==================== button_debouncer
button_debouncer, floorplan with the power grid:
The bar under the picture is 20 um long. Pins as bars on the die edge.
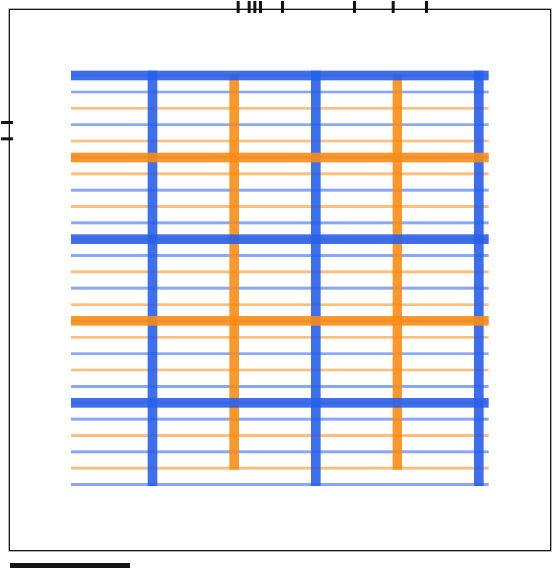

File: config.mk
export PLATFORM = sky130hd
export DESIGN_NAME = button_debouncer
export DESIGN_NICKNAME = d
export VERILOG_FILES = /design/src/rtl/button_pkg.sv /design/src/rtl/debounce_channel.sv /design/src/rtl/button_debouncer.sv
export SDC_FILE = /design/constraint.sdc
export NUM_CORES = 1
export LEC_CHECK = 0
export CAP_MARGIN = 15
export CORE_MARGIN = 10
export CORE_UTILIZATION = 40
export CTS_CLUSTER_SIZE = 10
export DETAILED_ROUTE_END_ITERATION = 8
export HOLD_SLACK_MARGIN = 0.02
export PLACE_DENSITY = 0.55
export SYNTH_ARGS = -nofsm -noshare
export SYNTH_HDL_FRONTEND = slang
export SYNTH_SLANG_ARGS = --single-unit
File: constraint.sdc
create_clock -name clock -period 2.37 [get_ports clock]
set_clock_uncertainty 0.2 [all_clocks]
set_input_delay 0.237 -clock clock [delete_from_list [all_inputs] [get_ports clock]]
set_output_delay 0.237 -clock clock [all_outputs]
set_load 0.05 [all_outputs]
File: src/rtl/button_pkg.sv
// rtl/button_pkg.sv - shared constants and helpers for the button debouncer
package button_pkg;

  localparam int unsigned DEFAULT_NUM_BUTTONS     = 2;
  localparam int unsigned DEFAULT_DEBOUNCE_CYCLES = 50000;

  // Counter width able to hold DEBOUNCE_CYCLES-1; never narrower than one bit.
  function automatic int unsigned cnt_width(input int unsigned cycles);
    int unsigned w;
    w = $clog2(cycles);
    return (w < 1) ? 1 : w;
  endfunction

endpackage

File: src/rtl/debounce_channel.sv
// rtl/debounce_channel.sv - one button: synchronizer, hold counter, stable level, edge strobes
module debounce_channel
  import button_pkg::*;
#(
  parameter int unsigned DEBOUNCE_CYCLES = DEFAULT_DEBOUNCE_CYCLES
) (
  input  logic clock,
  input  logic reset,
  input  logic push_button_n,
  output logic push_button,
  output logic press_pulse,
  output logic release_pulse
);

  localparam int unsigned     CW      = cnt_width(DEBOUNCE_CYCLES);
  localparam logic [CW-1:0]   CNT_MAX = CW'(DEBOUNCE_CYCLES - 1);

  logic [1:0]    sync_q;
  logic          sample;
  logic [CW-1:0] cnt_q, cnt_d;
  logic          stable_q, stable_d;
  logic          press_q, press_d;
  logic          release_q, release_d;

  // Two-flop synchronizer; resets to the released (high) pin level.
  always_ff @(posedge clock or posedge reset) begin
    if (reset) begin
      sync_q <= 2'b11;
    end else begin
      sync_q <= {sync_q[0], push_button_n};
    end
  end

  // Pins are active-low, so invert once here and work in "pressed = 1" terms.
  assign sample = ~sync_q[1];

  // Count consecutive disagreeing samples; accept on the last one and strobe the edge.
  always_comb begin
    cnt_d     = '0;
    stable_d  = stable_q;
    press_d   = 1'b0;
    release_d = 1'b0;
    if (sample != stable_q) begin
      if (cnt_q == CNT_MAX) begin
        stable_d  = sample;
        press_d   = sample;
        release_d = ~sample;
      end else begin
        cnt_d = cnt_q + CW'(1);
      end
    end
  end

  // Debounce state registers; reset discards any partial count without strobing.
  always_ff @(posedge clock or posedge reset) begin
    if (reset) begin
      cnt_q     <= '0;
      stable_q  <= 1'b0;
      press_q   <= 1'b0;
      release_q <= 1'b0;
    end else begin
      cnt_q     <= cnt_d;
      stable_q  <= stable_d;
      press_q   <= press_d;
      release_q <= release_d;
    end
  end

  assign push_button   = stable_q;
  assign press_pulse   = press_q;
  assign release_pulse = release_q;

endmodule

File: src/rtl/button_debouncer.sv
// rtl/button_debouncer.sv - array of independent debounced button channels
module button_debouncer
  import button_pkg::*;
#(
  parameter int unsigned NUM_BUTTONS     = DEFAULT_NUM_BUTTONS,
  parameter int unsigned DEBOUNCE_CYCLES = DEFAULT_DEBOUNCE_CYCLES
) (
  input  logic                   clock,
  input  logic                   reset,
  input  logic [NUM_BUTTONS-1:0] push_button_n,
  output logic [NUM_BUTTONS-1:0] push_button,
  output logic [NUM_BUTTONS-1:0] press_pulse,
  output logic [NUM_BUTTONS-1:0] release_pulse
);

  // Channels share nothing but clock and reset.
  for (genvar gi = 0; gi < NUM_BUTTONS; gi++) begin : g_chan
    debounce_channel #(
      .DEBOUNCE_CYCLES(DEBOUNCE_CYCLES)
    ) u_chan (
      .clock        (clock),
      .reset        (reset),
      .push_button_n(push_button_n[gi]),
      .push_button  (push_button[gi]),
      .press_pulse  (press_pulse[gi]),
      .release_pulse(release_pulse[gi])
    );
  end

endmodule

==================== conv_window_gen
File: config.mk
export PLATFORM = sky130hd
export DESIGN_NAME = conv_window_gen
export DESIGN_NICKNAME = d
export VERILOG_FILES = /design/src/rtl/conv_window_gen_pkg.sv /design/src/rtl/conv_window_gen_line_buf.sv /design/src/rtl/conv_window_gen.sv
export SDC_FILE = /design/constraint.sdc
export NUM_CORES = 2
export LEC_CHECK = 0
export CAP_MARGIN = 10
export CORE_ASPECT_RATIO = 2
export CORE_MARGIN = 1.5
export CORE_UTILIZATION = 55
export CTS_BUF_LIST = sky130_fd_sc_hd__clkbuf_16
export CTS_CLUSTER_SIZE = 10
export DETAILED_ROUTE_END_ITERATION = 10
export PLACE_DENSITY = 0.85
export RECOVER_POWER = 25
export SYNTH_ARGS = -nofsm -noshare
export SYNTH_HDL_FRONTEND = slang
export SYNTH_SLANG_ARGS = --single-unit
export TNS_END_PERCENT = 50
File: constraint.sdc
create_clock -name clk -period 13.05 [get_ports clk]
set_input_delay 1.9575 -clock clk [delete_from_list [all_inputs] [get_ports clk]]
set_output_delay 1.9575 -clock clk [all_outputs]
set_load 0.01 [all_outputs]
File: src/rtl/conv_window_gen_pkg.sv
// Shared constants and helpers for the sliding-window generator and its consumers.
// The tap packing offset is the contract with the convolution element.
package conv_window_gen_pkg;

    // Counter width that never collapses to zero bits for tiny frames.
    function automatic int clog2_min1(input int value);
        return (value <= 2) ? 1 : $clog2(value);
    endfunction

    function automatic bit kernel_legal(input int k);
        return (k == 1) || (k == 3) || (k == 5) || (k == 7);
    endfunction

    // Bit offset of tap (r,c) of channel i inside the packed window.
    function automatic int tap_ofs(input int i, input int r, input int c,
                                   input int k, input int n);
        return i * k * k * n + (r * k + c) * n;
    endfunction

endpackage

File: src/rtl/conv_window_gen_line_buf.sv
// One raster line of pixels held in a circular RAM indexed by column.
// Read of the previous-row entry is combinational; the new pixel replaces it on the same edge.
module conv_window_gen_line_buf
    import conv_window_gen_pkg::*;
#(
    parameter int WIDTH = 8,
    parameter int DEPTH = 28,
    parameter int AW    = clog2_min1(DEPTH)
) (
    input  logic             clk,
    input  logic             wr_en_i,
    input  logic [AW-1:0]    addr_i,
    input  logic [WIDTH-1:0] din_i,
    output logic [WIDTH-1:0] dout_o
);

    logic [WIDTH-1:0] mem_q [DEPTH];

    assign dout_o = mem_q[addr_i];

    always_ff @(posedge clk) begin
        if (wr_en_i) begin
            mem_q[addr_i] <= din_i;
        end
    end

endmodule

File: src/rtl/conv_window_gen.sv
// Builds KERNEL x KERNEL valid-mode windows from a raster pixel stream using a chain of
// line buffers and a shift-register window; each complete window is strobed out once.
module conv_window_gen
    import conv_window_gen_pkg::*;
#(
    parameter int CL_IN  = 4,
    parameter int KERNEL = 7,
    parameter int N      = 2,
    parameter int IMG_W  = 28,
    parameter int IMG_H  = 28
) (
    input  logic                               clk,
    input  logic                               rst,
    input  logic [CL_IN*N-1:0]                 pix_in,
    input  logic                               en_in,
    input  logic                               sof_in,
    output logic [CL_IN*KERNEL*KERNEL*N-1:0]   data2conv,
    output logic                               en_out,
    output logic                               frame_done,
    output logic                               sof_err
);

    localparam int PIX_W = CL_IN * N;
    localparam int OUT_W = CL_IN * KERNEL * KERNEL * N;
    localparam int CW    = clog2_min1(IMG_W);
    localparam int RW    = clog2_min1(IMG_H);

    if (!kernel_legal(KERNEL) || IMG_W < KERNEL || IMG_H < KERNEL) begin : g_bad_cfg
        $error("conv_window_gen: illegal KERNEL/IMG_W/IMG_H combination");
    end

    logic [CW-1:0]    col_q, col_d, col_eff;
    logic [RW-1:0]    row_q, row_d, row_eff;
    logic             sof_hit, last_col, last_row, emit;
    logic             en_out_q, frame_done_q, sof_err_q, sof_err_d;
    logic [OUT_W-1:0] data_q, packed_d;

    // lb_chain[d] is the pixel at the current column from d rows ago.
    logic [PIX_W-1:0] lb_chain [KERNEL];
    logic [PIX_W-1:0] win_q [KERNEL][KERNEL];
    logic [PIX_W-1:0] win_d [KERNEL][KERNEL];

    // A start-of-frame pixel is treated as (0,0) regardless of where the counters stood.
    always_comb begin
        sof_hit  = en_in && sof_in;
        col_eff  = sof_hit ? '0 : col_q;
        row_eff  = sof_hit ? '0 : row_q;
        last_col = (col_eff == CW'(IMG_W - 1));
        last_row = (row_eff == RW'(IMG_H - 1));
        emit     = en_in && (int'(row_eff) >= KERNEL - 1) && (int'(col_eff) >= KERNEL - 1);
    end

    always_comb begin
        col_d     = col_q;
        row_d     = row_q;
        sof_err_d = sof_err_q;
        if (en_in) begin
            col_d = last_col ? '0 : col_eff + CW'(1);
            row_d = row_eff;
            if (last_col) begin
                row_d = last_row ? '0 : row_eff + RW'(1);
            end
            if (sof_hit && (col_q != '0 || row_q != '0)) begin
                sof_err_d = 1'b1;
            end
        end
    end

    assign lb_chain[0] = pix_in;

    for (genvar j = 0; j < KERNEL - 1; j++) begin : g_lb
        conv_window_gen_line_buf #(
            .WIDTH (PIX_W),
            .DEPTH (IMG_W),
            .AW    (CW)
        ) u_lb (
            .clk     (clk),
            .wr_en_i (en_in),
            .addr_i  (col_eff),
            .din_i   (lb_chain[j]),
            .dout_o  (lb_chain[j+1])
        );
    end

    // Window row r holds the row KERNEL-1-r lines back; columns shift left, newest enters at K-1.
    always_comb begin
        win_d = win_q;
        if (en_in) begin
            for (int r = 0; r < KERNEL; r++) begin
                for (int c = 0; c < KERNEL - 1; c++) begin
                    win_d[r][c] = win_q[r][c+1];
                end
                win_d[r][KERNEL-1] = lb_chain[KERNEL-1-r];
            end
        end
    end

    always_comb begin
        packed_d = '0;
        for (int i = 0; i < CL_IN; i++) begin
            for (int r = 0; r < KERNEL; r++) begin
                for (int c = 0; c < KERNEL; c++) begin
                    packed_d[tap_ofs(i, r, c, KERNEL, N) +: N] = win_d[r][c][i*N +: N];
                end
            end
        end
    end

    always_ff @(posedge clk) begin
        win_q <= win_d;
    end

    always_ff @(posedge clk) begin
        if (rst) begin
            col_q        <= '0;
            row_q        <= '0;
            en_out_q     <= 1'b0;
            frame_done_q <= 1'b0;
            sof_err_q    <= 1'b0;
            data_q       <= '0;
        end else begin
            col_q        <= col_d;
            row_q        <= row_d;
            en_out_q     <= emit;
            frame_done_q <= en_in && last_col && last_row;
            sof_err_q    <= sof_err_d;
            if (emit) begin
                data_q <= packed_d;
            end
        end
    end

    assign data2conv  = data_q;
    assign en_out     = en_out_q;
    assign frame_done = frame_done_q;
    assign sof_err    = sof_err_q;

endmodule

==================== pb_bank_ctrl
<file path="src/rtl/pb_bank_ctrl.sv">
// pb_bank_ctrl: PB8 pad bank controller with turnaround-guarded direction FSMs,
// input synchroniser, debounce filter and edge detection per channel.
module pb_bank_ctrl #(
  parameter int WIDTH       = 8,
  parameter int SYNC_STAGES = 2,
  parameter int DEB_W       = 4,
  parameter int TURN_CYC    = 1
) (
  input  logic             clk,
  input  logic             rst,
  input  logic [WIDTH-1:0] dout,
  input  logic [WIDTH-1:0] oen_req,
  input  logic [WIDTH-1:0] ie,
  input  logic             pg,
  input  logic             deb_en,
  input  logic [DEB_W-1:0] deb_thresh,
  input  logic [WIDTH-1:0] pad_c,
  output logic [WIDTH-1:0] pad_i,
  output logic [WIDTH-1:0] pad_oen,
  output logic [WIDTH-1:0] pad_ie,
  output logic [WIDTH-1:0] din,
  output logic [WIDTH-1:0] rise,
  output logic [WIDTH-1:0] fall
);
  localparam int TW = TURN_CYC > 1 ? $clog2(TURN_CYC) : 1;
  typedef enum logic [1:0] {IN, TURN, OUT} dir_e;
  logic [WIDTH-1:0] pad_i_q;
  logic [WIDTH-1:0] pad_ie_q;
  logic [WIDTH-1:0] sync_q [SYNC_STAGES];
  logic [WIDTH-1:0] s;
  logic             byp;
  assign s      = sync_q[SYNC_STAGES-1];
  assign byp    = !deb_en || deb_thresh == '0;
  assign pad_i  = pad_i_q;
  assign pad_ie = pad_ie_q;
  always_ff @(posedge clk or posedge rst) begin
    if (rst) begin
      pad_i_q  <= '0;
      pad_ie_q <= '0;
      for (int k = 0; k < SYNC_STAGES; k++) sync_q[k] <= '0;
    end else begin
      pad_i_q   <= dout;
      pad_ie_q  <= ie & {WIDTH{pg}};
      sync_q[0] <= pad_c;
      for (int k = 1; k < SYNC_STAGES; k++) sync_q[k] <= sync_q[k-1];
    end
  end
  for (genvar i = 0; i < WIDTH; i++) begin : g_ch
    dir_e             st_q;
    logic [TW-1:0]    tcnt_q;
    logic             oen_q;
    logic             din_q;
    logic             din_d;
    logic             rise_q;
    logic             fall_q;
    logic [DEB_W-1:0] cnt_q;
    logic [DEB_W-1:0] cnt_d;
    logic             hit;
    assign hit = cnt_q == deb_thresh - DEB_W'(1);
    always_comb begin
      din_d = byp || (s[i] != din_q && hit) ? s[i] : din_q;
      cnt_d = byp || s[i] == din_q || hit ? '0 : cnt_q + DEB_W'(1);
    end
    // pad_oen is released on the same edge that leaves OUT, so the pad never drives during TURN
    always_ff @(posedge clk or posedge rst) begin
      if (rst) begin
        st_q   <= IN;
        tcnt_q <= '0;
        oen_q  <= 1'b1;
      end else if (!pg) begin
        st_q   <= IN;
        tcnt_q <= '0;
        oen_q  <= 1'b1;
      end else begin
        case (st_q)
          IN: if (!oen_req[i]) begin
            st_q   <= TURN;
            tcnt_q <= '0;
          end
          TURN: if (tcnt_q == TW'(TURN_CYC - 1)) begin
            st_q   <= oen_req[i] ? IN : OUT;
            tcnt_q <= '0;
            oen_q  <= oen_req[i];
          end else begin
            tcnt_q <= tcnt_q + TW'(1);
          end
          OUT: if (oen_req[i]) begin
            st_q   <= TURN;
            tcnt_q <= '0;
            oen_q  <= 1'b1;
          end
          default: begin
            st_q  <= IN;
            oen_q <= 1'b1;
          end
        endcase
      end
    end
    always_ff @(posedge clk or posedge rst) begin
      if (rst) begin
        din_q  <= 1'b0;
        cnt_q  <= '0;
        rise_q <= 1'b0;
        fall_q <= 1'b0;
      end else begin
        din_q  <= din_d;
        cnt_q  <= cnt_d;
        rise_q <= din_d & ~din_q;
        fall_q <= ~din_d & din_q;
      end
    end
    assign pad_oen[i] = oen_q;
    assign din[i]     = din_q;
    assign rise[i]    = rise_q;
    assign fall[i]    = fall_q;
  end
endmodule

</file>
<file path="config.mk">
export PLATFORM = sky130hd
export DESIGN_NAME = pb_bank_ctrl
export DESIGN_NICKNAME = d
export VERILOG_FILES = /design/src/rtl/pb_bank_ctrl.sv
export SDC_FILE = /design/constraint.sdc
export NUM_CORES = 1
export LEC_CHECK = 0
export CORE_ASPECT_RATIO = 0.9
export CORE_MARGIN = 1.5
export CORE_UTILIZATION = 57
export DETAILED_ROUTE_END_ITERATION = 12
export GPL_TIMING_DRIVEN = 0
export PLACE_DENSITY_LB_ADDON = 0.08
export SYNTH_ARGS = -nofsm -noshare
export SYNTH_HDL_FRONTEND = slang
export SYNTH_SLANG_ARGS = --single-unit
</file>
<file path="constraint.sdc">
create_clock -name clk -period 10.1 [get_ports clk]
set_input_delay 1.01 -clock clk [delete_from_list [all_inputs] [get_ports clk]]
set_output_delay 1.01 -clock clk [all_outputs]
set_load 0.01 [all_outputs]
</file>
conv_window_gen, floorplan with the power grid:
The bar under the picture is 100 um long. Pins as bars on the die edge.
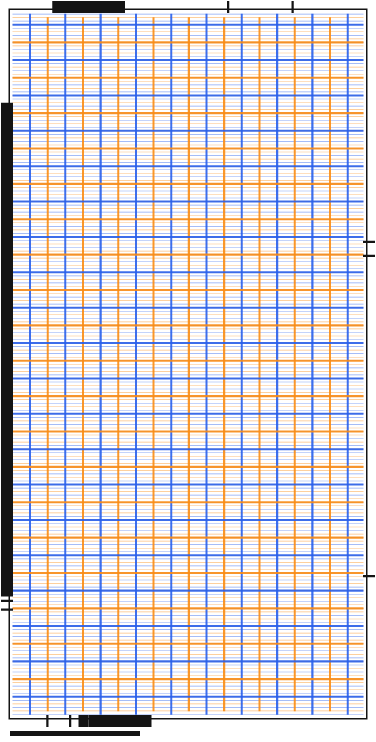
net	colour
VSS	blue
VDD	orange
met4 straps	19
signal pins	407
rows	198
Core Box Area: 145000 um2
worst vdd ir: 0.000144 V
Die Y: 544 um

==> results.rst, conv_window_gen <==
Run summary
-----------

.. list-table::
   :header-rows: 1

   * - Metric
     - Value
   * - Outcome
     - finished, violations left
   * - Violations in the final reports
     - max-capacitance violations, max-slew violations
   * - Area reported by Yosys stat
     - 80600 um2
   * - Combinational family with the most area after synthesis
     - AND-OR/OR-AND gates
   * - Cell at the slowest stage of the critical path
     - clkbuf_1
   * - Row count
     - 198
   * - Hold crit path type
     - register to register
   * - Max Cap Viol
     - 13
   * - Overall chip area
     - 149000 um2
   * - Final number of max-transition violations
     - 643
   * - Number of cells on the worst hold path
     - 2
   * - Detailed-router iteration count before antenna repair
     - 7
   * - Hold path start
     - data2conv[311]
   * - Count of boundary I/O pins
     - 407
   * - Startpoint of the worst-slack reg-to-reg timing path
     - col_q[0]
   * - AO/OA Area Share
     - 11.1%
   * - Dominant logic cell type in the layout
     - edfxtp_1
   * - Power group with the largest share
     - registers
   * - Clock group total power
     - 5.80 mW
conv_window_gen: area by class of cell:
type,instances,area [um2],area share [%]
flip-flops and latches,2141,56300,60.7
multi-input cells,3438,22400,24.1
clock buffers,244,6110,6.58
repair buffers,529,5040,5.44
well taps,1900,2380,2.56
clock inverters,101,402,0.433
inverters,29,113,0.121
diodes,5,12.5,0.0135
conv_window_gen: state kept, by name, summed over array words and instances (netlist names):
signal and flops:
g_lb.u_lb.mem_q 1344, col_q 5, en_out 1, row_q 5, frame_done 1, win_q 392, data2conv 392, sof_err 1
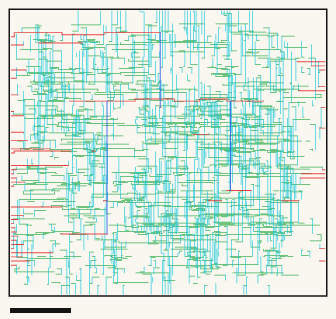
pb_bank_ctrl: routed metal, one colour a layer
The bar under the picture is 20 um long.
layer	colour	wire length
met1	green	3920 um
met4	blue	97.2 um
met2	cyan	4680 um
met3	red	365 um
vias after detailed routing: 3189
Final Routed Wirelength: 9060 um
detailed-route wire length per cell: 14.7 um
global router's overall resource usage: 21.7%

pb_bank_ctrl, floorplan with the power grid:
The bar under the picture is 20 um long. Pins as bars on the die edge.
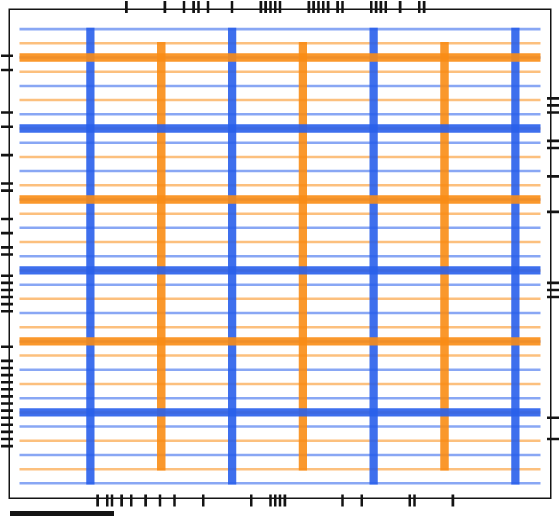
net	colour
VDD	orange
VSS	blue
rows	32
met1 rails	33
Core Box Area: 8690 um2
die width: 103 um
Die Y: 93.4 um
worst vdd ir: 0.000128 V

==> results.rst, pb_bank_ctrl <==
Run summary
-----------

.. list-table::
   :header-rows: 1

   * - Metric
     - Value
   * - Outcome
     - complete, no violations
   * - Kind of capture point of the worst setup path
     - register
   * - Count of inverters not on the clock network in the layout
     - 10
   * - Number of nets at the end of the flow
     - 543
   * - Clock network power share
     - 27.2%
   * - Largest fanout of any net on the critical path
     - 8
   * - Share of final-layout standard cells stronger than drive strength 1
     - 21.1%
   * - Power Dens Cells
     - 145 nW/um2
   * - Hold Path Sink
     - s[5]
   * - Dominant logic cell type in the layout
     - dfrtp_1
   * - Final clock period utilization by the worst path
     - 28.2%
   * - Unrepaired setup endpoints after global routing
     - no
   * - Largest registers
     - g_ch.cnt_q (32), g_ch.st_q (16)
   * - Summed negative setup slack over all endpoints
     - 0 ns
   * - Post-CTS Setup Repair Bufs
     - 0
   * - Relative slew slack
     - 58.6%
   * - Parity-gate share of the synthesized area counting xor and xnor cells
     - 15.6%
   * - Area after DPL
     - 6210 um2
   * - DRC violation total after the first TritonRoute iteration
     - 106
   * - Yosys adder share
     - 2.42%
   * - Setup slack of the worst register-to-register path
     - 8.50 ns
   * - Global-route wire length before repair
     - 16200 um
   * - Critical Path Source Type
     - input pin
## pb_bank_ctrl: layer usage
layer / vias to the layer above / track usage [%] / part of all wire [%]
met4: 0 / 6.31 / 1.1
met5: - / 0 / 0
met3: 7 / 5.16 / 4.0
met2: 62 / 36.7 / 52
li1: 1526 / - / -
met1: 1594 / 27.6 / 43
## pb_bank_ctrl: power groups by stage
stage               registers, mW  clock network, mW  logic, mW
floorplan                   0.505                  0      0.110
global placement            0.507                  0      0.169
detailed placement          0.508                  0      0.176
CTS                         0.500              0.261      0.178
global route                0.505              0.281      0.193
finish                      0.500              0.252      0.175
button_debouncer, cells coloured by class:
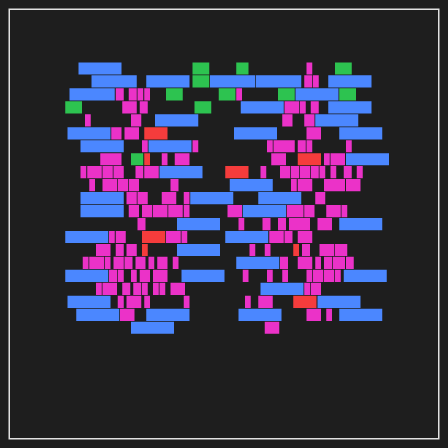
class	colour	cells	share of their area
all other logic	magenta	140	40%
other buffers and delay cells	green	11	5.1%
flops	blue	42	51%
clock drivers and dummy loads	red	8	3.9%
row count: 25
Core Box Area: 4720 um2
core utilization of the finished layout: 45.7%

button_debouncer, routed metal, one colour a layer:
The bar under the picture is 20 um long.
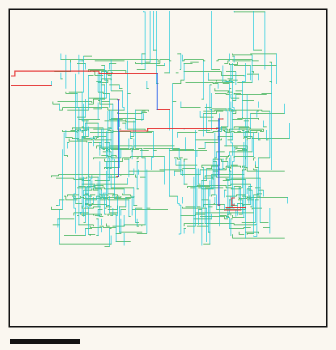
layer	colour	wire length
met3	red	103 um
met2	cyan	1690 um
met1	green	1510 um
met4	blue	56.4 um
global router's overall resource usage: 9.14%
vias after detailed routing: 1335

## Picture notes: 'floorplan with the power grid' of button_debouncer
net	colour
VSS	blue
VDD	orange
rows	25
signal pins	10
Die Y: 89.8 um
worst vdd ir: 0.000342 V
die width: 89.8 um

==> results.rst, button_debouncer <==
Run summary
-----------

.. list-table::
   :header-rows: 1

   * - Metric
     - Value
   * - Buffer depth of the longest clock path
     - 2
   * - Routed length on met2
     - 1690 um
   * - Final weighted congestion in routability-driven placement
     - 0.834
   * - Outcome
     - complete, no violations
   * - Leading cell type by number of instances after synthesis
     - dfrtp_1
   * - Top-area cell share
     - 48.8%
   * - Total overflow reported by the global router
     - 0
   * - Final number of setup-violating endpoints
     - 0
   * - Number of sinks driven by the clock tree
     - 42
   * - Met2 layer usage reported by global route
     - 15.9%
   * - Count of buffers from port buffering
     - 9
   * - Kind of capture point of the worst setup path
     - primary output
   * - Net Sw Frac
     - 21.8%
   * - Clk slew on worst S/H paths
     - 0.07 ns
   * - Setup slack of the worst register-to-register path
     - 0.40 ns
   * - Library cell occupying the most area in the post-synthesis netlist
     - dfrtp_1
   * - Synthesized instance count
     - 191
   * - Initial antenna violation count
     - 0
   * - Routed length on met1
     - 1510 um
   * - Clk Latency, worst-skew pair
     - 0.29 ns
[button_debouncer: cell usage in the layout (no fill, tap or decap)]
master	count
nor3_1	10
or2_1	1
xor2_1	4
nor4_1	6
o21ai_0	3
nand4_1	9
nor2_1	35
or4_1	1
clkbuf_1	3
xnor2_1	25
o31ai_1	1
ha_1	2
dfstp_2	4
nand3_1	10
clkdlybuf4s50_1	9
clkbuf_8	5
and3_1	7
and4b_1	1
inv_1	5
and2_1	1
nand2_1	11
o21ai_2	1
a21oi_1	1
buf_4	2
nand4_2	2
or2_0	1
nor4b_1	3
dfrtp_1	38

==> layout pictures side by side <==
Track usage over the die.
panel A
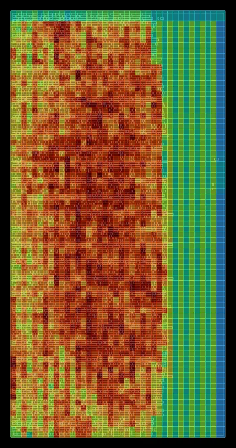
panel B
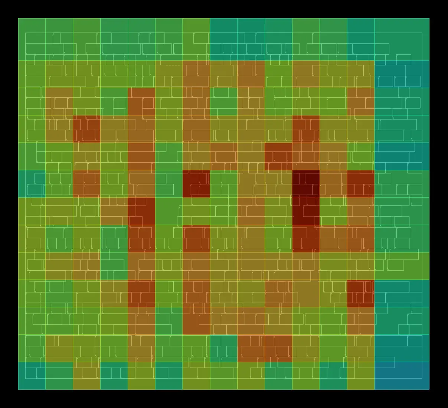
panel C
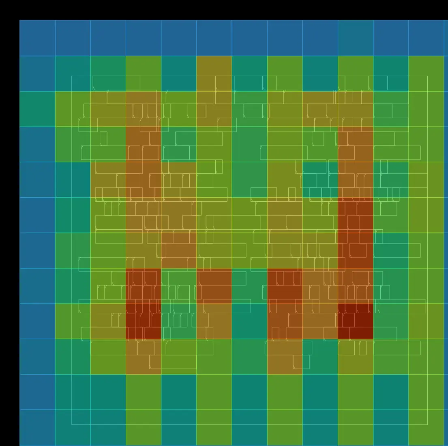
- most wire per cell: panel A
pb_bank_ctrl: panel B
button_debouncer: panel C
conv_window_gen: panel A



## Gallery

Clock distribution.
picture 1
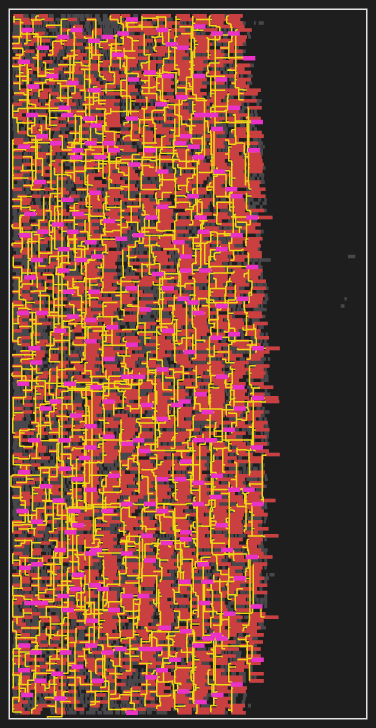
picture 2
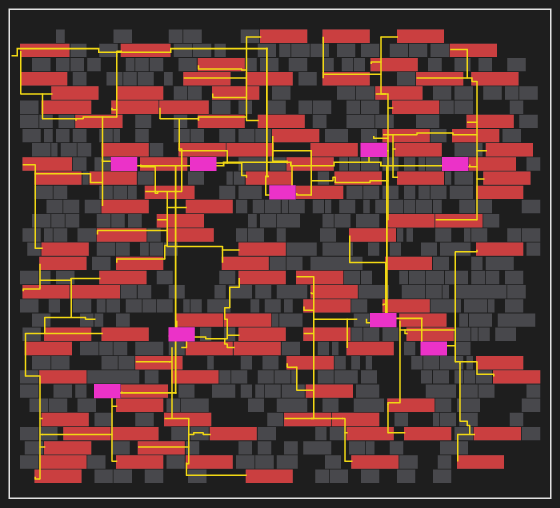
picture 3
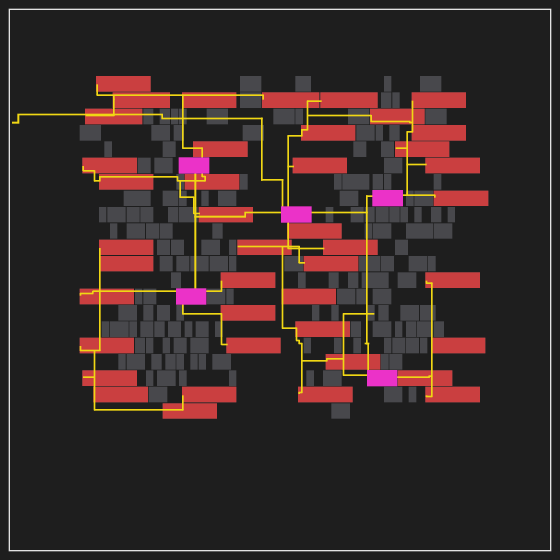
- button_debouncer = picture 3
- pb_bank_ctrl = picture 2
- conv_window_gen = picture 1
Of these, fewest sequential cells: picture 3
Of these, most sequential cells: picture 1

Power is estimated from default activity; no workload was simulated.
